# design 1

Fig. 1: design 1, routing congestion
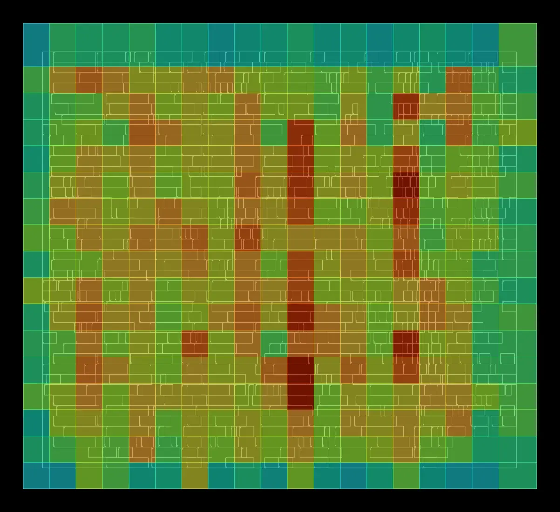

===== config.mk =====
export PLATFORM = sky130hd
export DESIGN_NAME = snake_px_responder_flat
export DESIGN_NICKNAME = d
export VERILOG_FILES = /design/src/rtl/snake_px_pkg.sv /design/src/rtl/snake_px_responder_if.sv /design/src/rtl/snake_px_fifo.sv /design/src/rtl/snake_px_responder.sv /design/src/flat_wrapper.sv
export SDC_FILE = /design/constraint.sdc
export NUM_CORES = 1
export LEC_CHECK = 0
export CAP_MARGIN = 5
export CORE_ASPECT_RATIO = 0.9
export CORE_MARGIN = 5
export CORE_UTILIZATION = 56
export CTS_BUF_LIST = sky130_fd_sc_hd__clkbuf_2 sky130_fd_sc_hd__clkbuf_4 sky130_fd_sc_hd__clkbuf_8
export DETAILED_ROUTE_END_ITERATION = 10
export PLACE_DENSITY_LB_ADDON = 0.08
export SYNTH_ARGS = -nofsm -noshare
export SYNTH_HDL_FRONTEND = slang
export SYNTH_SLANG_ARGS = --single-unit

===== constraint.sdc =====
create_clock -name clk -period 3.2 [get_ports clk]
set_input_delay 0.8 -clock clk [delete_from_list [all_inputs] [get_ports clk]]
set_output_delay 0.8 -clock clk [all_outputs]
set_load 0.01 [all_outputs]

===== src/rtl/snake_px_pkg.sv =====
`default_nettype none
// ============================================================================
// Module   : snake_px_pkg
// Brief    : Shared types and constants for the snake pixel-buffer responder.
// Revision : 1.0 - initial release
// ============================================================================
package snake_px_pkg;

    localparam int unsigned NUM_X = 320;
    localparam int unsigned NUM_Y = 240;
    localparam int unsigned X_LSB = 1;
    localparam int unsigned Y_LSB = 10;
    localparam int unsigned X_W   = 9;
    localparam int unsigned Y_W   = 8;
    localparam int unsigned LIN_W = 17;

    typedef logic [15:0]      rgb565_t;
    typedef logic [LIN_W-1:0] lin_t;

    typedef struct packed {
        lin_t    lin;
        rgb565_t data;
    } px_fifo_entry_t;

    typedef enum logic [2:0] {
        IDLE  = 3'd0,
        FLUSH = 3'd1,
        ISSUE = 3'd2,
        WAIT  = 3'd3,
        DONE  = 3'd4
    } rd_state_t;

    // y*320 + x as two shifts and adds; the full range fits LIN_W bits.
    function automatic lin_t px_lin(input logic [X_W-1:0] x, input logic [Y_W-1:0] y);
        lin_t y_l;
        y_l = lin_t'(y);
        return (y_l << 8) + (y_l << 6) + lin_t'(x);
    endfunction

endpackage
`default_nettype wire


===== src/rtl/snake_px_responder_if.sv =====
`default_nettype none
// ============================================================================
// Module   : snake_px_responder_if
// Brief    : Avalon-MM pixel port between the vga_px master and the responder.
// Revision : 1.0 - initial release
// ============================================================================
interface snake_px_responder_if;
    import snake_px_pkg::*;

    logic [31:0] px_address;
    logic        px_read;
    logic        px_write;
    rgb565_t     px_writedata;
    logic        px_waitrequest;
    rgb565_t     px_readdata;

    modport master (
        output px_address, px_read, px_write, px_writedata,
        input  px_waitrequest, px_readdata
    );

    modport slave (
        input  px_address, px_read, px_write, px_writedata,
        output px_waitrequest, px_readdata
    );

endinterface
`default_nettype wire


===== src/rtl/snake_px_fifo.sv =====
`default_nettype none
// ============================================================================
// Module   : snake_px_fifo
// Brief    : Synchronous posted-write FIFO with full/empty and same-cycle push/pop.
// Revision : 1.0 - initial release
// ============================================================================
module snake_px_fifo
    import snake_px_pkg::*;
#(
    parameter int unsigned DEPTH = 4
) (
    input  wire logic           clk,
    input  wire logic           reset,
    input  wire logic           push,
    input  px_fifo_entry_t      push_data,
    input  wire logic           pop,
    output px_fifo_entry_t      pop_data,
    output logic                full,
    output logic                empty
);

    localparam int unsigned PTR_W = $clog2(DEPTH);
    localparam logic [PTR_W:0] C_PTR_ONE = {{PTR_W{1'b0}}, 1'b1};

    // Pointers carry one wrap bit so full and empty are distinguishable.
    logic [PTR_W:0] wr_ptr_q, wr_ptr_d;
    logic [PTR_W:0] rd_ptr_q, rd_ptr_d;
    px_fifo_entry_t storage_q [DEPTH];
    logic           w_do_push;
    logic           w_do_pop;

    assign full  = (wr_ptr_q[PTR_W] != rd_ptr_q[PTR_W]) &&
                   (wr_ptr_q[PTR_W-1:0] == rd_ptr_q[PTR_W-1:0]);
    assign empty = (wr_ptr_q == rd_ptr_q);

    assign w_do_push = push & ~full;
    assign w_do_pop  = pop & ~empty;
    assign pop_data  = storage_q[rd_ptr_q[PTR_W-1:0]];

    always_comb begin
        wr_ptr_d = wr_ptr_q;
        rd_ptr_d = rd_ptr_q;
        if (w_do_push) begin
            wr_ptr_d = wr_ptr_q + C_PTR_ONE;
        end
        if (w_do_pop) begin
            rd_ptr_d = rd_ptr_q + C_PTR_ONE;
        end
    end

    always_ff @(posedge clk) begin
        if (reset) begin
            wr_ptr_q <= '0;
            rd_ptr_q <= '0;
        end else begin
            wr_ptr_q <= wr_ptr_d;
            rd_ptr_q <= rd_ptr_d;
        end
    end

    always_ff @(posedge clk) begin
        if (w_do_push) begin
            storage_q[wr_ptr_q[PTR_W-1:0]] <= push_data;
        end
    end

endmodule
`default_nettype wire


===== src/rtl/snake_px_responder.sv =====
`default_nettype none
// ============================================================================
// Module   : snake_px_responder
// Brief    : Avalon-MM pixel-buffer stand-in: posted writes into a linear
//            framebuffer, flushed reads. Optional SNAKE_PX_BOUNDS_CHECK_EN
//            drops out-of-range writes and adds the drop_count port.
// Revision : 1.0 - initial release
// ============================================================================
module snake_px_responder
    import snake_px_pkg::*;
#(
    parameter int unsigned FIFO_DEPTH = 4,
    parameter int unsigned NUM_X      = snake_px_pkg::NUM_X,
    parameter int unsigned NUM_Y      = snake_px_pkg::NUM_Y,
    parameter int unsigned MEM_AW     = 17
) (
    input  wire logic                clk,
    input  wire logic                reset,
    snake_px_responder_if.slave      px,
    output logic [MEM_AW-1:0]        mem_addr,
    output logic                     mem_we,
    output logic [15:0]              mem_wdata,
    input  wire logic [15:0]         mem_rdata,
    input  wire logic                mem_busy
`ifdef SNAKE_PX_BOUNDS_CHECK_EN
    ,
    output logic [15:0]              drop_count
`endif
);

    logic [X_W-1:0]   w_px_x;
    logic [Y_W-1:0]   w_px_y;
    lin_t             w_req_lin;
    logic             w_coord_ok;
    logic             w_push_ok;
    logic             w_rd_oob;
    logic             w_rd_req;
    logic             w_rd_issue;
    logic             w_push;
    logic             w_pop;
    logic             w_full;
    logic             w_empty;
    px_fifo_entry_t   w_push_entry;
    px_fifo_entry_t   w_pop_entry;

    rd_state_t        rd_state_q;
    logic             rd_lat_q;
    rgb565_t          px_readdata_q;

    logic [MEM_AW-1:0] mem_addr_q, mem_addr_d;
    logic              mem_we_q, mem_we_d;
    rgb565_t           mem_wdata_q, mem_wdata_d;

    logic unused_addr;

    assign w_px_x    = px.px_address[X_LSB +: X_W];
    assign w_px_y    = px.px_address[Y_LSB +: Y_W];
    assign w_req_lin = px_lin(w_px_x, w_px_y);
    assign w_coord_ok = (32'(w_px_x) < NUM_X) && (32'(w_px_y) < NUM_Y);
    assign unused_addr = ^{px.px_address[31:Y_LSB+Y_W], px.px_address[X_LSB-1:0]};

`ifdef SNAKE_PX_BOUNDS_CHECK_EN
    logic [15:0] drop_count_q, drop_count_d;

    assign w_push_ok = w_coord_ok;
    assign w_rd_oob  = ~w_coord_ok;

    always_comb begin
        drop_count_d = drop_count_q;
        if (px.px_write && !w_coord_ok && (drop_count_q != 16'hFFFF)) begin
            drop_count_d = drop_count_q + 16'd1;
        end
    end

    always_ff @(posedge clk) begin
        if (reset) begin
            drop_count_q <= '0;
        end else begin
            drop_count_q <= drop_count_d;
        end
    end

    assign drop_count = drop_count_q;
`else
    logic unused_coord_ok;

    assign w_push_ok       = 1'b1;
    assign w_rd_oob        = 1'b0;
    assign unused_coord_ok = w_coord_ok;
`endif

    assign w_rd_req     = px.px_read & ~px.px_write;
    assign w_push       = px.px_write & w_push_ok;
    assign w_pop        = ~mem_busy & ~w_empty;
    assign w_push_entry = '{lin: w_req_lin, data: px.px_writedata};
    assign w_rd_issue   = (rd_state_q == ISSUE) & w_rd_req & ~mem_busy;

    snake_px_fifo #(
        .DEPTH (FIFO_DEPTH)
    ) u_fifo (
        .clk       (clk),
        .reset     (reset),
        .push      (w_push),
        .push_data (w_push_entry),
        .pop       (w_pop),
        .pop_data  (w_pop_entry),
        .full      (w_full),
        .empty     (w_empty)
    );

    // Writes stall only on a full FIFO (sampled before this cycle's pop);
    // reads stall every cycle except the single DONE acknowledge.
    always_comb begin
        if (reset) begin
            px.px_waitrequest = 1'b1;
        end else if (px.px_write) begin
            px.px_waitrequest = w_full & w_push_ok;
        end else begin
            px.px_waitrequest = (rd_state_q != DONE);
        end
    end

    assign px.px_readdata = px_readdata_q;

    always_ff @(posedge clk) begin
        if (reset) begin
            rd_state_q    <= IDLE;
            rd_lat_q      <= 1'b0;
            px_readdata_q <= '0;
        end else begin
            case (rd_state_q)
                IDLE: begin
                    if (w_rd_req) begin
                        if (w_rd_oob) begin
                            px_readdata_q <= '0;
                            rd_state_q    <= DONE;
                        end else begin
                            rd_state_q    <= FLUSH;
                        end
                    end
                end
                FLUSH: begin
                    if (!w_rd_req) begin
                        rd_state_q <= IDLE;
                    end else if (w_empty) begin
                        rd_state_q <= ISSUE;
                    end
                end
                ISSUE: begin
                    if (!w_rd_req) begin
                        rd_state_q <= IDLE;
                    end else if (!mem_busy) begin
                        rd_lat_q   <= 1'b0;
                        rd_state_q <= WAIT;
                    end
                end
                // First WAIT cycle presents the address; read data lands on the second.
                WAIT: begin
                    if (!w_rd_req) begin
                        rd_state_q <= IDLE;
                    end else if (rd_lat_q) begin
                        px_readdata_q <= mem_rdata;
                        rd_state_q    <= DONE;
                    end else begin
                        rd_lat_q <= 1'b1;
                    end
                end
                DONE: begin
                    rd_state_q <= IDLE;
                end
                default: begin
                    rd_state_q <= IDLE;
                end
            endcase
        end
    end

    always_comb begin
        mem_we_d    = w_pop;
        mem_addr_d  = mem_addr_q;
        mem_wdata_d = mem_wdata_q;
        if (w_pop) begin
            mem_addr_d  = MEM_AW'(w_pop_entry.lin);
            mem_wdata_d = w_pop_entry.data;
        end else if (w_rd_issue) begin
            mem_addr_d  = MEM_AW'(w_req_lin);
        end
    end

    always_ff @(posedge clk) begin
        if (reset) begin
            mem_we_q    <= 1'b0;
            mem_addr_q  <= '0;
            mem_wdata_q <= '0;
        end else begin
            mem_we_q    <= mem_we_d;
            mem_addr_q  <= mem_addr_d;
            mem_wdata_q <= mem_wdata_d;
        end
    end

    assign mem_we    = mem_we_q;
    assign mem_addr  = mem_addr_q;
    assign mem_wdata = mem_wdata_q;

endmodule
`default_nettype wire

===== src/flat_wrapper.sv =====
// flat-port wrapper written by rule: the top's interface ports become plain ports
module snake_px_responder_flat import snake_px_pkg::*;
#(
    parameter int unsigned FIFO_DEPTH = 4,
    parameter int unsigned NUM_X      = snake_px_pkg::NUM_X,
    parameter int unsigned NUM_Y      = snake_px_pkg::NUM_Y,
    parameter int unsigned MEM_AW     = 17
)
  (clk, reset, mem_addr, mem_we, mem_wdata, mem_rdata, mem_busy, px_px_address, px_px_read, px_px_write, px_px_writedata, px_px_waitrequest, px_px_readdata);
  snake_px_responder_if px_i ();
  input  wire logic clk;
  input  wire logic reset;
  output logic [MEM_AW-1:0] mem_addr;
  output logic mem_we;
  output logic [15:0] mem_wdata;
  input  wire logic [15:0] mem_rdata;
  input  wire logic mem_busy;
  input wire logic [$bits(px_i.px_address)-1:0] px_px_address;
  input wire logic [$bits(px_i.px_read)-1:0] px_px_read;
  input wire logic [$bits(px_i.px_write)-1:0] px_px_write;
  input wire logic [$bits(px_i.px_writedata)-1:0] px_px_writedata;
  output wire logic [$bits(px_i.px_waitrequest)-1:0] px_px_waitrequest;
  output wire logic [$bits(px_i.px_readdata)-1:0] px_px_readdata;
  assign px_i.px_address = px_px_address;
  assign px_i.px_read = px_px_read;
  assign px_i.px_write = px_px_write;
  assign px_i.px_writedata = px_px_writedata;
  assign px_px_waitrequest = px_i.px_waitrequest;
  assign px_px_readdata = px_i.px_readdata;
  snake_px_responder #(.FIFO_DEPTH(FIFO_DEPTH), .NUM_X(NUM_X), .NUM_Y(NUM_Y), .MEM_AW(MEM_AW)) u_core (.clk(clk), .reset(reset), .px(px_i), .mem_addr(mem_addr), .mem_we(mem_we), .mem_wdata(mem_wdata), .mem_rdata(mem_rdata), .mem_busy(mem_busy));
endmodule

# design 2

--- src/rtl/seg_serial_tx.sv ---
// seg_serial_tx: parallel-to-serial transmitter for the cascaded shift-register
// seven-segment display chain. It captures a panel-ordered pattern and shifts it
// out MSB-first on a divided serial clock, then pulses the latch enable.
module seg_serial_tx #(
    parameter int unsigned DATA_BITS = 64,
    parameter int unsigned CLK_DIV   = 2
) (
    input  logic                 clk,
    input  logic                 rst,
    input  logic                 start,
    input  logic [DATA_BITS-1:0] p_data,
    output logic                 busy,
    output logic                 done,
    output logic                 s_clk,
    output logic                 s_dout,
    output logic                 s_clr_n,
    output logic                 s_en
);

    localparam int unsigned BIT_W = $clog2(DATA_BITS + 1);
    localparam int unsigned DIV_W = $clog2(CLK_DIV + 1);

    localparam logic [BIT_W-1:0] BIT_LAST = BIT_W'(DATA_BITS - 1);
    localparam logic [DIV_W-1:0] DIV_LAST = DIV_W'(CLK_DIV - 1);

    localparam logic [1:0] StIdle  = 2'd0;
    localparam logic [1:0] StShift = 2'd1;
    localparam logic [1:0] StLatch = 2'd2;

    logic [1:0]           state_q, state_d;
    logic [DATA_BITS-1:0] shreg_q, shreg_d;
    logic [BIT_W-1:0]     bit_cnt_q, bit_cnt_d;
    logic [DIV_W-1:0]     div_q, div_d;
    logic                 busy_q, busy_d;
    logic                 done_q, done_d;
    logic                 s_clk_q, s_clk_d;
    logic                 s_clr_n_q, s_clr_n_d;
    logic                 s_en_q, s_en_d;

    logic                 div_end;
    logic                 last_bit;
    logic [DATA_BITS-1:0] shreg_shift;

    // Half-period boundary, final-bit detect and the zero-filled shift value.
    always_comb begin
        div_end     = (div_q == DIV_LAST);
        last_bit    = (bit_cnt_q == BIT_LAST);
        shreg_shift = shreg_q << 1;
    end

    // Next-state logic for the IDLE / SHIFT / LATCH sequencer and its outputs.
    always_comb begin
        state_d   = state_q;
        shreg_d   = shreg_q;
        bit_cnt_d = bit_cnt_q;
        div_d     = div_q;
        busy_d    = busy_q;
        done_d    = 1'b0;
        s_clk_d   = s_clk_q;
        s_clr_n_d = 1'b1;
        s_en_d    = s_en_q;

        case (state_q)
            StIdle: begin
                s_clk_d = 1'b0;
                s_en_d  = 1'b0;
                if (start) begin
                    shreg_d   = p_data;
                    bit_cnt_d = '0;
                    div_d     = '0;
                    busy_d    = 1'b1;
                    state_d   = StShift;
                end
            end

            StShift: begin
                if (div_end) begin
                    div_d = '0;
                    if (!s_clk_q) begin
                        // End of low half: rising edge, data already stable.
                        s_clk_d = 1'b1;
                    end else begin
                        // End of high half: fall and present the next bit together.
                        s_clk_d   = 1'b0;
                        shreg_d   = shreg_shift;
                        bit_cnt_d = bit_cnt_q + 1'b1;
                        if (last_bit) begin
                            s_en_d  = 1'b1;
                            state_d = StLatch;
                        end
                    end
                end else begin
                    div_d = div_q + 1'b1;
                end
            end

            StLatch: begin
                s_clk_d = 1'b0;
                if (div_end) begin
                    div_d   = '0;
                    s_en_d  = 1'b0;
                    busy_d  = 1'b0;
                    done_d  = 1'b1;
                    state_d = StIdle;
                end else begin
                    div_d = div_q + 1'b1;
                end
            end

            default: begin
                state_d = StIdle;
                busy_d  = 1'b0;
                s_clk_d = 1'b0;
                s_en_d  = 1'b0;
            end
        endcase
    end

    // Sequencer state, datapath and counters; synchronous reset clears all.
    always_ff @(posedge clk) begin
        if (rst) begin
            state_q   <= StIdle;
            shreg_q   <= '0;
            bit_cnt_q <= '0;
            div_q     <= '0;
        end else begin
            state_q   <= state_d;
            shreg_q   <= shreg_d;
            bit_cnt_q <= bit_cnt_d;
            div_q     <= div_d;
        end
    end

    // Registered status and pin outputs; clear is held low while in reset.
    always_ff @(posedge clk) begin
        if (rst) begin
            busy_q    <= 1'b0;
            done_q    <= 1'b0;
            s_clk_q   <= 1'b0;
            s_clr_n_q <= 1'b0;
            s_en_q    <= 1'b0;
        end else begin
            busy_q    <= busy_d;
            done_q    <= done_d;
            s_clk_q   <= s_clk_d;
            s_clr_n_q <= s_clr_n_d;
            s_en_q    <= s_en_d;
        end
    end

    // Serial data is the shift-register MSB, so it only moves on the falling half.
    always_comb begin
        busy    = busy_q;
        done    = done_q;
        s_clk   = s_clk_q;
        s_dout  = shreg_q[DATA_BITS-1];
        s_clr_n = s_clr_n_q;
        s_en    = s_en_q;
    end

endmodule
--- config.mk ---
export PLATFORM = sky130hd
export DESIGN_NAME = seg_serial_tx
export DESIGN_NICKNAME = d
export VERILOG_FILES = /design/src/rtl/seg_serial_tx.sv
export SDC_FILE = /design/constraint.sdc
export NUM_CORES = 1
export LEC_CHECK = 0
export ABC_AREA = 0
export CAP_MARGIN = 20
export CORE_ASPECT_RATIO = 1.1
export CORE_MARGIN = 1.5
export CORE_UTILIZATION = 53
export CTS_CLUSTER_SIZE = 14
export DETAILED_ROUTE_END_ITERATION = 6
export GPL_TIMING_DRIVEN = 0
export PLACE_DENSITY_LB_ADDON = 0.12
export SYNTH_ARGS = -nofsm -noshare
export SYNTH_HDL_FRONTEND = slang
export SYNTH_SLANG_ARGS = --single-unit
--- constraint.sdc ---
create_clock -name clk -period 3.6 [get_ports clk]
set_input_delay 0.72 -clock clk [delete_from_list [all_inputs] [get_ports clk]]
set_output_delay 0.72 -clock clk [all_outputs]
set_load 0.05 [all_outputs]
# design 3

<file path="config.mk">
export PLATFORM = sky130hd
export DESIGN_NAME = trn_rx_tlp_buffer_flat
export DESIGN_NICKNAME = d
export VERILOG_FILES = /design/src/rtl/trn_rx_tlp_buffer_pkg.sv /design/src/rtl/trn_rx_tlp_buffer_if.sv /design/src/rtl/trn_rx_tlp_buffer_ram.sv /design/src/rtl/trn_rx_tlp_buffer.sv /design/src/flat_wrapper.sv
export SDC_FILE = /design/constraint.sdc
export NUM_CORES = 2
export LEC_CHECK = 0
export CAP_MARGIN = 20
export CORE_MARGIN = 2
export CORE_UTILIZATION = 35
export CTS_CLUSTER_DIAMETER = 40
export DETAILED_ROUTE_END_ITERATION = 16
export DONT_BUFFER_PORTS = 1
export GPL_TIMING_DRIVEN = 1
export HOLD_SLACK_MARGIN = 0.03
export SLEW_MARGIN = 30
export SYNTH_ARGS = -nofsm -noshare
export SYNTH_HDL_FRONTEND = slang
export SYNTH_HIERARCHICAL = 1
export SYNTH_SLANG_ARGS = --single-unit
</file>
<file path="constraint.sdc">
create_clock -name trn_clk -period 17.75 [get_ports trn_clk]
set_input_delay 3.55 -clock trn_clk [delete_from_list [all_inputs] [get_ports trn_clk]]
set_output_delay 3.55 -clock trn_clk [all_outputs]
set_load 0.02 [all_outputs]
</file>
<file path="src/rtl/trn_rx_tlp_buffer_pkg.sv">
// Shared types for the TRN RX store-and-forward buffer.
// Latency: n/a (types only).
// Backpressure: n/a (types only).
//
// Beat record stored per RAM entry (74 bits). Field offsets, LSB first:
//   data [63:0], rem_n [64], eof [65], errfwd [66], bar_hit_n [73:67].
// No sof bit is stored. Only whole TLPs are ever committed, so the output
// stage rebuilds sof as "first beat after an eof".
package trn_rx_tlp_buffer_pkg;

  localparam int BEAT_W = 74;

  typedef struct packed {
    logic [6:0]  bar_hit_n;
    logic        errfwd;
    logic        eof;
    logic        rem_n;
    logic [63:0] data;
  } beat_t;

  typedef enum logic [1:0] {
    ST_IDLE = 2'd0,
    ST_PKT  = 2'd1,
    ST_DROP = 2'd2
  } rx_state_e;

endpackage

</file>
<file path="src/rtl/trn_rx_tlp_buffer_if.sv">
// Bus bundle between the TRN RX port, the buffer and the TLP consumer.
// Latency: n/a (wiring only).
// Backpressure: trn_rdst_rdy_n (active-low) on RX; tlp_valid/tlp_ready on TX.
//
// Modports:
//   slave  - the buffer: receives the trn_* beat, drives trn_rdst_rdy_n,
//            and drives the tlp_* stream.
//   master - the environment: drives the trn_* beat and tlp_ready.
interface trn_rx_tlp_buffer_if;
  logic [63:0] trn_rd;
  logic        trn_rrem_n;
  logic        trn_rsof_n;
  logic        trn_reof_n;
  logic        trn_rsrc_rdy_n;
  logic        trn_rsrc_dsc_n;
  logic        trn_rerrfwd_n;
  logic [6:0]  trn_rbar_hit_n;
  logic        trn_rdst_rdy_n;

  logic [63:0] tlp_data;
  logic        tlp_sof;
  logic        tlp_eof;
  logic        tlp_rem_n;
  logic        tlp_errfwd;
  logic [6:0]  tlp_bar_hit_n;
  logic        tlp_valid;
  logic        tlp_ready;

  modport slave (
    input  trn_rd, trn_rrem_n, trn_rsof_n, trn_reof_n, trn_rsrc_rdy_n,
           trn_rsrc_dsc_n, trn_rerrfwd_n, trn_rbar_hit_n, tlp_ready,
    output trn_rdst_rdy_n, tlp_data, tlp_sof, tlp_eof, tlp_rem_n,
           tlp_errfwd, tlp_bar_hit_n, tlp_valid
  );

  modport master (
    output trn_rd, trn_rrem_n, trn_rsof_n, trn_reof_n, trn_rsrc_rdy_n,
           trn_rsrc_dsc_n, trn_rerrfwd_n, trn_rbar_hit_n, tlp_ready,
    input  trn_rdst_rdy_n, tlp_data, tlp_sof, tlp_eof, tlp_rem_n,
           tlp_errfwd, tlp_bar_hit_n, tlp_valid
  );
endinterface

</file>
<file path="src/rtl/trn_rx_tlp_buffer_ram.sv">
// Simple dual-port beat store, DEPTH x WIDTH, one write port and one read port.
// Latency: one cycle, sync write and sync read; rd_dat holds while rd_en=0.
// Backpressure: none; the caller guarantees it never reads an entry being written.
//
// Ports: clk; wr_en/wr_addr/wr_dat write side; rd_en/rd_addr/rd_dat read side.
module trn_rx_tlp_buffer_ram #(
  parameter int DEPTH_LOG2 = 5,
  parameter int WIDTH      = 74
) (
  input  logic                  clk,
  input  logic                  wr_en,
  input  logic [DEPTH_LOG2-1:0] wr_addr,
  input  logic [WIDTH-1:0]      wr_dat,
  input  logic                  rd_en,
  input  logic [DEPTH_LOG2-1:0] rd_addr,
  output logic [WIDTH-1:0]      rd_dat
);

  logic [WIDTH-1:0] mem_q [2**DEPTH_LOG2];
  logic [WIDTH-1:0] rd_dat_q;

  always_ff @(posedge clk) begin
    if (wr_en) mem_q[wr_addr] <= wr_dat;
    if (rd_en) rd_dat_q <= mem_q[rd_addr];
  end

  assign rd_dat = rd_dat_q;

endmodule

</file>
<file path="src/rtl/trn_rx_tlp_buffer.sv">
// Store-and-forward buffer behind the PCIe TRN RX port. It releases only complete, good TLPs.
// Latency: eof accepted at edge N gives the first beat on tlp_valid after edge N+2 (empty buffer).
// Backpressure: trn_rdst_rdy_n is registered; it goes high when the buffer is full or the link is down.
//
// Ports: trn_clk, trn_reset_n (sync, active-low), trn_lnk_up_n (active-low);
//        trn_if (slave modport) carries the TRN RX beat plus the tlp_* stream;
//        err_pulse pulses for one cycle on every drop or protocol error.
// Optional: define TRN_RX_STATS_EN to add stat_tlp_cnt / stat_drop_cnt.
//           Both are saturating 32-bit counts.
module trn_rx_tlp_buffer
  import trn_rx_tlp_buffer_pkg::*;
#(
  parameter int DEPTH_LOG2 = 5
) (
  input  logic                 trn_clk,
  input  logic                 trn_reset_n,
  input  logic                 trn_lnk_up_n,
  trn_rx_tlp_buffer_if.slave   trn_if,
  output logic                 err_pulse
`ifdef TRN_RX_STATS_EN
  ,
  output logic [31:0]          stat_tlp_cnt,
  output logic [31:0]          stat_drop_cnt
`endif
);

  localparam int PW = DEPTH_LOG2 + 1;
  localparam logic [PW-1:0] DEPTH_V  = {1'b1, {DEPTH_LOG2{1'b0}}};
  localparam logic [PW-1:0] LEN_LAST = DEPTH_V - PW'(1);

  rx_state_e       state_q, state_d;
  logic [PW-1:0]   wr_ptr_q, wr_ptr_d;
  logic [PW-1:0]   commit_ptr_q, commit_ptr_d;
  logic [PW-1:0]   rd_ptr_q, rd_ptr_d;       // released on consumer transfer
  logic [PW-1:0]   fetch_ptr_q, fetch_ptr_d; // next RAM entry to pull
  logic            rdst_rdy_n_q, rdst_rdy_n_d;
  logic            err_q, err_d;
  logic [6:0]      bar_q, bar_d;
  logic            s1_vld_q, s1_vld_d;       // RAM read register holds a beat
  logic            out_first_q, out_first_d; // next beat loaded starts a TLP
  logic            tlp_valid_q, tlp_valid_d;
  logic            tlp_sof_q, tlp_sof_d;
  beat_t           tlp_beat_q, tlp_beat_d;

  logic            beat, sof, eof, dsc, len_hit;
  logic [PW-1:0]   pkt_len, used_next;
  logic            wr_en, rd_en, s2_take, xfer;
  logic [DEPTH_LOG2-1:0] wr_addr;
  beat_t           wr_beat, ram_beat;

  // Decode of the RX beat. While the link is down, incoming beats are ignored.
  assign beat    = ~trn_if.trn_rsrc_rdy_n & ~rdst_rdy_n_q & ~trn_lnk_up_n;
  assign sof     = ~trn_if.trn_rsof_n;
  assign eof     = ~trn_if.trn_reof_n;
  assign dsc     = ~trn_if.trn_rsrc_dsc_n;
  assign pkt_len = wr_ptr_q - commit_ptr_q;
  // One more non-eof beat would make the packet fill the whole buffer.
  assign len_hit = (pkt_len == LEN_LAST);

  always_comb begin
    wr_beat           = '0;
    wr_beat.data      = trn_if.trn_rd;
    wr_beat.rem_n     = trn_if.trn_rrem_n;
    wr_beat.eof       = eof;
    wr_beat.errfwd    = ~trn_if.trn_rerrfwd_n;
    wr_beat.bar_hit_n = sof ? trn_if.trn_rbar_hit_n : bar_q;
  end

  // ---------------- RX FSM: state register ----------------
  always_ff @(posedge trn_clk) begin
    if (!trn_reset_n) state_q <= ST_IDLE;
    else              state_q <= state_d;
  end

  // ---------------- RX FSM: next state ----------------
  always_comb begin
    state_d = state_q;
    if (trn_lnk_up_n) begin
      state_d = ST_IDLE;
    end else begin
      case (state_q)
        ST_IDLE: if (beat && sof && !eof) state_d = ST_PKT;
        ST_PKT: begin
          if (dsc) begin
            state_d = ST_IDLE;
          end else if (beat) begin
            if (eof)                 state_d = ST_IDLE;
            else if (!sof && len_hit) state_d = ST_DROP;
          end
        end
        ST_DROP: if (dsc || (beat && eof)) state_d = ST_IDLE;
        default: state_d = ST_IDLE;
      endcase
    end
  end

  // ---------------- RX FSM: outputs (write, pointers, error) ----------------
  always_comb begin
    wr_en        = 1'b0;
    wr_addr      = wr_ptr_q[DEPTH_LOG2-1:0];
    wr_ptr_d     = wr_ptr_q;
    commit_ptr_d = commit_ptr_q;
    err_d        = 1'b0;
    bar_d        = (beat && sof) ? trn_if.trn_rbar_hit_n : bar_q;
    if (trn_lnk_up_n) begin
      // Committed TLPs stay queued; only the partial packet is thrown away.
      wr_ptr_d = commit_ptr_q;
      err_d    = (state_q == ST_PKT);
    end else begin
      case (state_q)
        ST_IDLE: begin
          if (beat) begin
            if (sof) begin
              wr_en    = 1'b1;
              wr_ptr_d = wr_ptr_q + PW'(1);
              if (eof) commit_ptr_d = wr_ptr_q + PW'(1);
            end else begin
              err_d = 1'b1;
            end
          end
        end
        ST_PKT: begin
          if (dsc) begin
            wr_ptr_d = commit_ptr_q;
            err_d    = 1'b1;
          end else if (beat) begin
            if (sof) begin
              // A new sof arrived mid-packet. Drop the partial packet and restart at the commit point.
              err_d    = 1'b1;
              wr_en    = 1'b1;
              wr_addr  = commit_ptr_q[DEPTH_LOG2-1:0];
              wr_ptr_d = commit_ptr_q + PW'(1);
              if (eof) commit_ptr_d = commit_ptr_q + PW'(1);
            end else if (eof) begin
              wr_en        = 1'b1;
              wr_ptr_d     = wr_ptr_q + PW'(1);
              commit_ptr_d = wr_ptr_q + PW'(1);
            end else if (len_hit) begin
              wr_ptr_d = commit_ptr_q;
              err_d    = 1'b1;
            end else begin
              wr_en    = 1'b1;
              wr_ptr_d = wr_ptr_q + PW'(1);
            end
          end
        end
        ST_DROP: if (dsc) err_d = 1'b1;
        default: ;
      endcase
    end
  end

  // ---------------- Read side: RAM read register + output register ----------------
  assign s2_take = s1_vld_q & (~tlp_valid_q | trn_if.tlp_ready);
  assign xfer    = tlp_valid_q & trn_if.tlp_ready;
  assign rd_en   = (fetch_ptr_q != commit_ptr_q) & (~s1_vld_q | s2_take);

  always_comb begin
    fetch_ptr_d = fetch_ptr_q;
    s1_vld_d    = s1_vld_q;
    rd_ptr_d    = rd_ptr_q;
    tlp_valid_d = tlp_valid_q;
    tlp_beat_d  = tlp_beat_q;
    tlp_sof_d   = tlp_sof_q;
    out_first_d = out_first_q;
    if (xfer) rd_ptr_d = rd_ptr_q + PW'(1);
    if (s2_take) begin
      s1_vld_d    = 1'b0;
      tlp_valid_d = 1'b1;
      tlp_beat_d  = ram_beat;
      tlp_sof_d   = out_first_q;
      out_first_d = ram_beat.eof;
    end else if (xfer) begin
      tlp_valid_d = 1'b0;
    end
    if (rd_en) begin
      fetch_ptr_d = fetch_ptr_q + PW'(1);
      s1_vld_d    = 1'b1;
    end
  end

  // Entries in the output stages still count as used until the consumer takes them.
  assign used_next    = wr_ptr_d - rd_ptr_d;
  assign rdst_rdy_n_d = (used_next == DEPTH_V) | trn_lnk_up_n;

  always_ff @(posedge trn_clk) begin
    if (!trn_reset_n) begin
      wr_ptr_q     <= '0;
      commit_ptr_q <= '0;
      rd_ptr_q     <= '0;
      fetch_ptr_q  <= '0;
      rdst_rdy_n_q <= 1'b1;
      err_q        <= 1'b0;
      bar_q        <= '0;
      s1_vld_q     <= 1'b0;
      out_first_q  <= 1'b1;
      tlp_valid_q  <= 1'b0;
      tlp_sof_q    <= 1'b0;
      tlp_beat_q   <= '0;
    end else begin
      wr_ptr_q     <= wr_ptr_d;
      commit_ptr_q <= commit_ptr_d;
      rd_ptr_q     <= rd_ptr_d;
      fetch_ptr_q  <= fetch_ptr_d;
      rdst_rdy_n_q <= rdst_rdy_n_d;
      err_q        <= err_d;
      bar_q        <= bar_d;
      s1_vld_q     <= s1_vld_d;
      out_first_q  <= out_first_d;
      tlp_valid_q  <= tlp_valid_d;
      tlp_sof_q    <= tlp_sof_d;
      tlp_beat_q   <= tlp_beat_d;
    end
  end

  trn_rx_tlp_buffer_ram #(
    .DEPTH_LOG2 (DEPTH_LOG2),
    .WIDTH      (BEAT_W)
  ) u_ram (
    .clk     (trn_clk),
    .wr_en   (wr_en),
    .wr_addr (wr_addr),
    .wr_dat  (wr_beat),
    .rd_en   (rd_en),
    .rd_addr (fetch_ptr_q[DEPTH_LOG2-1:0]),
    .rd_dat  (ram_beat)
  );

  assign trn_if.trn_rdst_rdy_n = rdst_rdy_n_q;
  assign trn_if.tlp_data       = tlp_beat_q.data;
  assign trn_if.tlp_sof        = tlp_sof_q;
  assign trn_if.tlp_eof        = tlp_beat_q.eof;
  assign trn_if.tlp_rem_n      = tlp_beat_q.rem_n;
  assign trn_if.tlp_errfwd     = tlp_beat_q.errfwd;
  assign trn_if.tlp_bar_hit_n  = tlp_beat_q.bar_hit_n;
  assign trn_if.tlp_valid      = tlp_valid_q;
  assign err_pulse             = err_q;

`ifdef TRN_RX_STATS_EN
  logic [31:0] stat_tlp_cnt_q, stat_tlp_cnt_d;
  logic [31:0] stat_drop_cnt_q, stat_drop_cnt_d;

  always_comb begin
    stat_tlp_cnt_d  = stat_tlp_cnt_q;
    stat_drop_cnt_d = stat_drop_cnt_q;
    if ((commit_ptr_d != commit_ptr_q) && (stat_tlp_cnt_q != 32'hFFFF_FFFF))
      stat_tlp_cnt_d = stat_tlp_cnt_q + 32'd1;
    if (err_d && (stat_drop_cnt_q != 32'hFFFF_FFFF))
      stat_drop_cnt_d = stat_drop_cnt_q + 32'd1;
  end

  always_ff @(posedge trn_clk) begin
    if (!trn_reset_n) begin
      stat_tlp_cnt_q  <= '0;
      stat_drop_cnt_q <= '0;
    end else begin
      stat_tlp_cnt_q  <= stat_tlp_cnt_d;
      stat_drop_cnt_q <= stat_drop_cnt_d;
    end
  end

  assign stat_tlp_cnt  = stat_tlp_cnt_q;
  assign stat_drop_cnt = stat_drop_cnt_q;
`endif

endmodule

</file>
<file path="src/flat_wrapper.sv">
// flat-port wrapper written by rule: the top's interface ports become plain ports
module trn_rx_tlp_buffer_flat import trn_rx_tlp_buffer_pkg::*;
#(
  parameter int DEPTH_LOG2 = 5
)
  (trn_clk, trn_reset_n, trn_lnk_up_n, err_pulse, trn_if_trn_rd, trn_if_trn_rrem_n, trn_if_trn_rsof_n, trn_if_trn_reof_n, trn_if_trn_rsrc_rdy_n, trn_if_trn_rsrc_dsc_n, trn_if_trn_rerrfwd_n, trn_if_trn_rbar_hit_n, trn_if_tlp_ready, trn_if_trn_rdst_rdy_n, trn_if_tlp_data, trn_if_tlp_sof, trn_if_tlp_eof, trn_if_tlp_rem_n, trn_if_tlp_errfwd, trn_if_tlp_bar_hit_n, trn_if_tlp_valid);
  trn_rx_tlp_buffer_if trn_if_i ();
  input  logic trn_clk;
  input  logic trn_reset_n;
  input  logic trn_lnk_up_n;
  output logic err_pulse;
  input wire logic [$bits(trn_if_i.trn_rd)-1:0] trn_if_trn_rd;
  input wire logic [$bits(trn_if_i.trn_rrem_n)-1:0] trn_if_trn_rrem_n;
  input wire logic [$bits(trn_if_i.trn_rsof_n)-1:0] trn_if_trn_rsof_n;
  input wire logic [$bits(trn_if_i.trn_reof_n)-1:0] trn_if_trn_reof_n;
  input wire logic [$bits(trn_if_i.trn_rsrc_rdy_n)-1:0] trn_if_trn_rsrc_rdy_n;
  input wire logic [$bits(trn_if_i.trn_rsrc_dsc_n)-1:0] trn_if_trn_rsrc_dsc_n;
  input wire logic [$bits(trn_if_i.trn_rerrfwd_n)-1:0] trn_if_trn_rerrfwd_n;
  input wire logic [$bits(trn_if_i.trn_rbar_hit_n)-1:0] trn_if_trn_rbar_hit_n;
  input wire logic [$bits(trn_if_i.tlp_ready)-1:0] trn_if_tlp_ready;
  output wire logic [$bits(trn_if_i.trn_rdst_rdy_n)-1:0] trn_if_trn_rdst_rdy_n;
  output wire logic [$bits(trn_if_i.tlp_data)-1:0] trn_if_tlp_data;
  output wire logic [$bits(trn_if_i.tlp_sof)-1:0] trn_if_tlp_sof;
  output wire logic [$bits(trn_if_i.tlp_eof)-1:0] trn_if_tlp_eof;
  output wire logic [$bits(trn_if_i.tlp_rem_n)-1:0] trn_if_tlp_rem_n;
  output wire logic [$bits(trn_if_i.tlp_errfwd)-1:0] trn_if_tlp_errfwd;
  output wire logic [$bits(trn_if_i.tlp_bar_hit_n)-1:0] trn_if_tlp_bar_hit_n;
  output wire logic [$bits(trn_if_i.tlp_valid)-1:0] trn_if_tlp_valid;
  assign trn_if_i.trn_rd = trn_if_trn_rd;
  assign trn_if_i.trn_rrem_n = trn_if_trn_rrem_n;
  assign trn_if_i.trn_rsof_n = trn_if_trn_rsof_n;
  assign trn_if_i.trn_reof_n = trn_if_trn_reof_n;
  assign trn_if_i.trn_rsrc_rdy_n = trn_if_trn_rsrc_rdy_n;
  assign trn_if_i.trn_rsrc_dsc_n = trn_if_trn_rsrc_dsc_n;
  assign trn_if_i.trn_rerrfwd_n = trn_if_trn_rerrfwd_n;
  assign trn_if_i.trn_rbar_hit_n = trn_if_trn_rbar_hit_n;
  assign trn_if_i.tlp_ready = trn_if_tlp_ready;
  assign trn_if_trn_rdst_rdy_n = trn_if_i.trn_rdst_rdy_n;
  assign trn_if_tlp_data = trn_if_i.tlp_data;
  assign trn_if_tlp_sof = trn_if_i.tlp_sof;
  assign trn_if_tlp_eof = trn_if_i.tlp_eof;
  assign trn_if_tlp_rem_n = trn_if_i.tlp_rem_n;
  assign trn_if_tlp_errfwd = trn_if_i.tlp_errfwd;
  assign trn_if_tlp_bar_hit_n = trn_if_i.tlp_bar_hit_n;
  assign trn_if_tlp_valid = trn_if_i.tlp_valid;
  trn_rx_tlp_buffer #(.DEPTH_LOG2(DEPTH_LOG2)) u_core (.trn_clk(trn_clk), .trn_reset_n(trn_reset_n), .trn_lnk_up_n(trn_lnk_up_n), .trn_if(trn_if_i), .err_pulse(err_pulse));
endmodule
</file>

==> screenshots <==
Met3 routing.
shot_01.png
Scale: 4 px per µm.
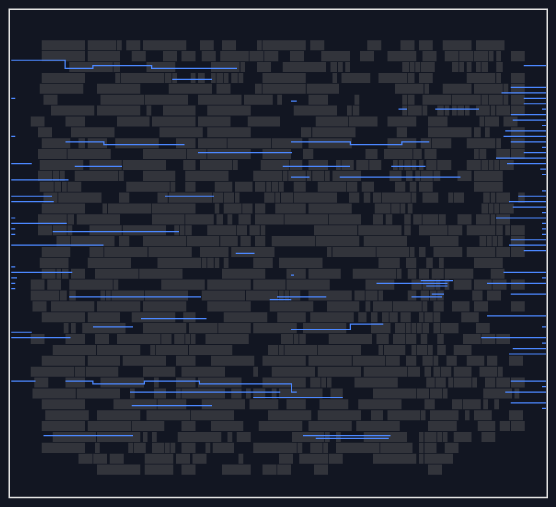
shot_02.png
Scale: 1 px per µm.
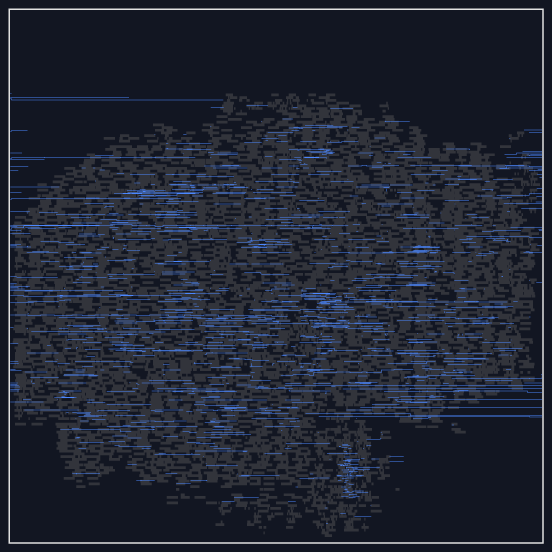
shot_03.png
Scale: 6 px per µm.
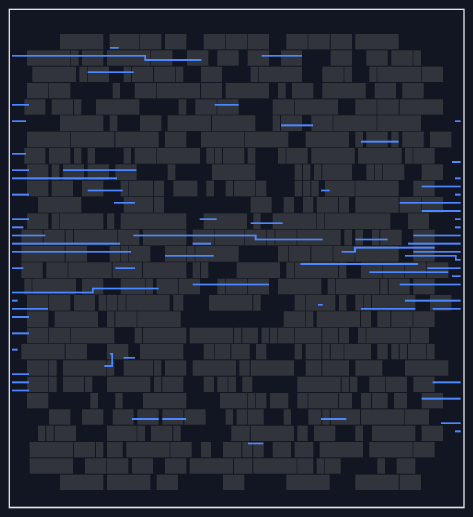
| picture | from |
|---|---|
| shot_03.png | design 2 |
| shot_02.png | design 3 |
| shot_01.png | design 1 |
The one with the smallest die is shot_03.png.

Fig. 2: design 3, metal 1
Scale: 1 px per µm. Supply wires on this layer in grey.
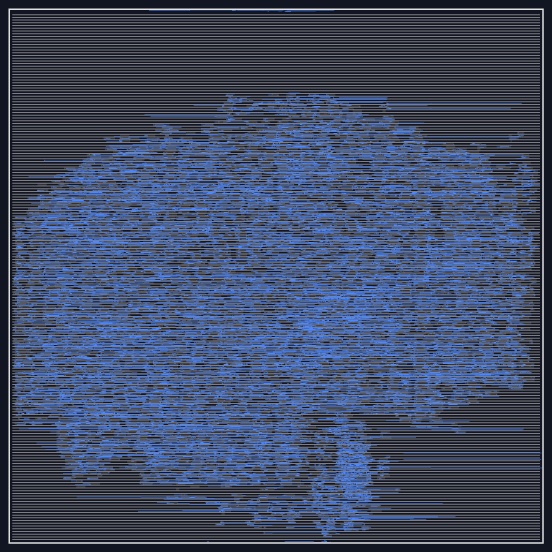
main direction: horizontal
longest straight run: 147 µm
wire length on this layer: 108 mm
nets with wire on the layer: 5207
share of all routed wire: 40%

==> impl_metrics.csv, design 3 <==
group,metric,value,unit
yosys,yosys_cells,5048,
global_routing,met3_usage,0.0365,
pwr,top_power_group,"clock",
cells_and_area,clock_area_frac,0.103,
yosys,netlist_instances,5048,
worst_setup_path,critPathSlowestCell,"nand3b_1",
cts,clockRootBuffer,"clkbuf_16",
sta,hold_viol,0,
yosys,synthArstFlopShare,0,
worst_setup_path,crit_fanout,37,
yosys,ys_seq_frac,0.774,
pwr,irDropWorstVdd,0.0966,mV
run_status,status,"completed",
worst_setup_path,cp.required,18.22,ns
cells_and_area,final_core_utilization,0.413,
cts,cts.sinks,2555,
worst_hold_path,hold_depth,2,
cells_and_area,final_layout_size_suffix_gt1_frac,0.194,
pwr,p_leak,34.5,nW
worst_setup_path,reg2regPathDepth,11,
route,met3_wirelength,20.2,mm
cells_and_area,regArea,75600,µm²
yosys,fp_nets,5144,
global_routing,grt_use_met2,0.309,
worst_setup_path,path_buffers,2,
pwr,p_per_area,133,nW/µm²
cts,clk_latency,0.88,ns
pwr,power.share.sequential,0.454,
cells_and_area,comb_share,0.184,
worst_setup_path,path_class,"input port to flip-flop",
sta,rsz0062_at_grt,"false",
sta,fin_ws,10.42,ns
pwr,internal_power,11.5,mW
yosys,synth_area,97700,µm²
pwr,power,15.2,mW
cts,cts_buffers,347,
floorplan,n_tap_cell,3705,
sta,worst_pin_slew,1.09,ns
yosys,yosysTopAreaCellShare,0.751,
route,drt-pass1-iter-count,6,
## design 3: cells by family (layout without fill, tap and decap cells)
kind of cell / Yosys count / after routing / share of synthesized area
compound gates: 654 / 654 / 0.0473
xor+xnor: 33 / 33 / 0.00310
fa+ha+maj: 15 / 15 / 0.00200
buf+inv: 317 / 780 / 0.0155
flops: 2555 / 2555 / 0.774
mux: 901 / 901 / 0.130
other cells: 0 / 4 / 0
simple gates: 573 / 573 / 0.0280
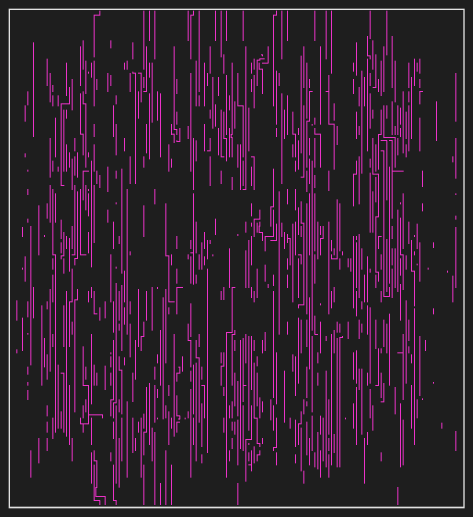
Fig. 3. The metal 2 layer (design 2).
Scale: 6 px per µm.
nets with wire on the layer: 398
wire length on this layer: 3580 µm

==> impl_metrics.csv, design 2 <==
group,metric,value,unit
cells_and_area,num-nonclk-inverters,5,
sta,hold_viol,0,
worst_setup_path,path_buffers,3,
cells_and_area,stdcell_area,4100,µm²
cts,postCtsHoldBufs,0,
run_status,status,"finished, violations left",
run_status,violations,"design-rule violations",
worst_setup_path,crit_fanout,10,
sta,fmax,409,MHz
global_routing,antenna_found_initial,0,
global_routing,grt_pass1_wl,11.9,mm
worst_setup_path,ff2ff_setup_slack,1.46,ns
sta,holdWs,0.484,ns
cells_and_area,mostFrequentLayoutCell,"dfxtp_1",
cells_and_area,final_core_utilization,0.751,
cells_and_area,most-common-layout-cells,"80 x dfxtp_1, 72 x clkdlybuf4s50_1, 68 x nor2_1",
worst_setup_path,reg2regPathDepth,7,
sta,drv_slew,0,
cells_and_area,comb_share,0.317,
yosys,netlist_logic_family_top,"AND-OR/OR-AND gates",
yosys,edf_count,0,
route,drc,2,
placement,placed_cells,452,
route,dr_total_vias,2840,
yosys,fp_nets,376,
==> design 2: power by group <==
| group | leakage [nW] | total, mW | switching, mW | internal [mW] |
|---|---|---|---|---|
| Clock | 0.112 | 0.727 | 0.303 | 0.424 |
| Sequential | 0.654 | 1.06 | 0.0654 | 0.995 |
| Combinational | 0.727 | 0.595 | 0.314 | 0.280 |
| Total | 1.49 | 2.38 | 0.682 | 1.70 |
==> design 2: flip-flops by register name (all words and copies together) (netlist names) <==
signal and cells:
done 1, s_clk 1, state_q 2, s_en 1
bit_cnt_q 7, div_q 2, shreg_q 64, s_clr_n 1
busy 1
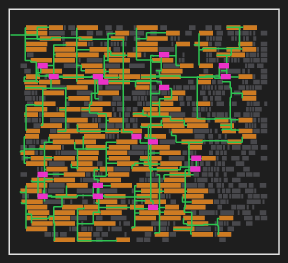
Fig. 4. Clock network drawn from the DEF (design 1).
Scale: 2 px per µm.
legend:
  orange:
    item: flip-flops
    count: 194
  green:
    item: clock wires
    length: 1940 µm
  magenta:
    item: clock-net drivers
    count: 17
flops lie: spread over the die
routed clock nets: 18

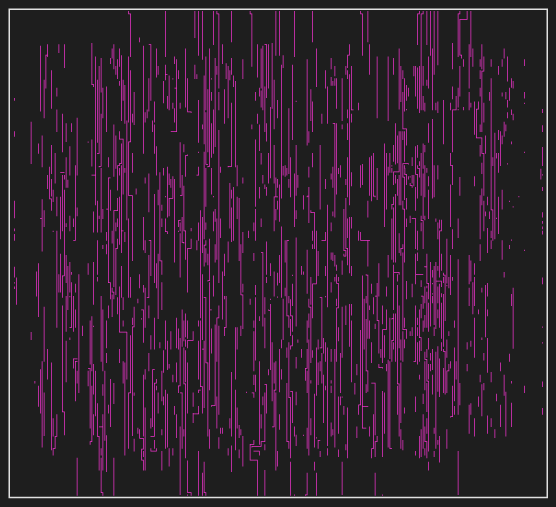
Fig. 5. The metal 2 layer (design 1).
Scale: 4 px per µm.
nets with wire on the layer: 623
share of all routed wire: 48%
main direction: vertical

## Picture notes: Fig. 1
grt peak-use layer: met2
met3 Usage GRT: 0.0516
GRT met2 Usage: 0.317
post-layout util: 0.706
wire per inst: 18.1 µm

==> impl_metrics.csv, design 1 <==
group,metric,value,unit
yosys,ys_sh_simple,0.0873,
placement,io_buffers,104,
yosys,yosys_warnings,0,
route,routed_wl,15.3,mm
run_status,status,"completed",
cts,postCtsSetupBuffers,0,
yosys,synthArstFlopShare,0,
sta,worst_pin_slew,0.697,ns
route,wl_met2,7.30,mm
global_routing,grt_max_degree,58,
placement,post-place-ws,-0.201,ns
worst_setup_path,cp.arrival,2.18,ns
global_routing,grt_usage,0.196,
cells_and_area,antenna_cells,0,
cells_and_area,mi_logic_area,2370,µm²
## design 1: power breakdown
group | total (mW) | switching (mW) | internal [mW]
clock | 1.62 | 0.815 | 0.802
sequential | 3.04 | 0.131 | 2.90
combinational | 1.22 | 0.600 | 0.622
total | 5.87 | 1.55 | 4.33
## design 1: placed cells by master (no fill, tap or decap), types with 17 or more instances in the layout
master	count
mux4_2	33
buf_4	26
edfxtp_1	132
clkbuf_8	17
nor2_1	31
a21oi_1	43
nand2_1	101
dfxtp_1	60
clkdlybuf4s50_1	103
ha_1	20

Power and IR drop assume default switching activity.
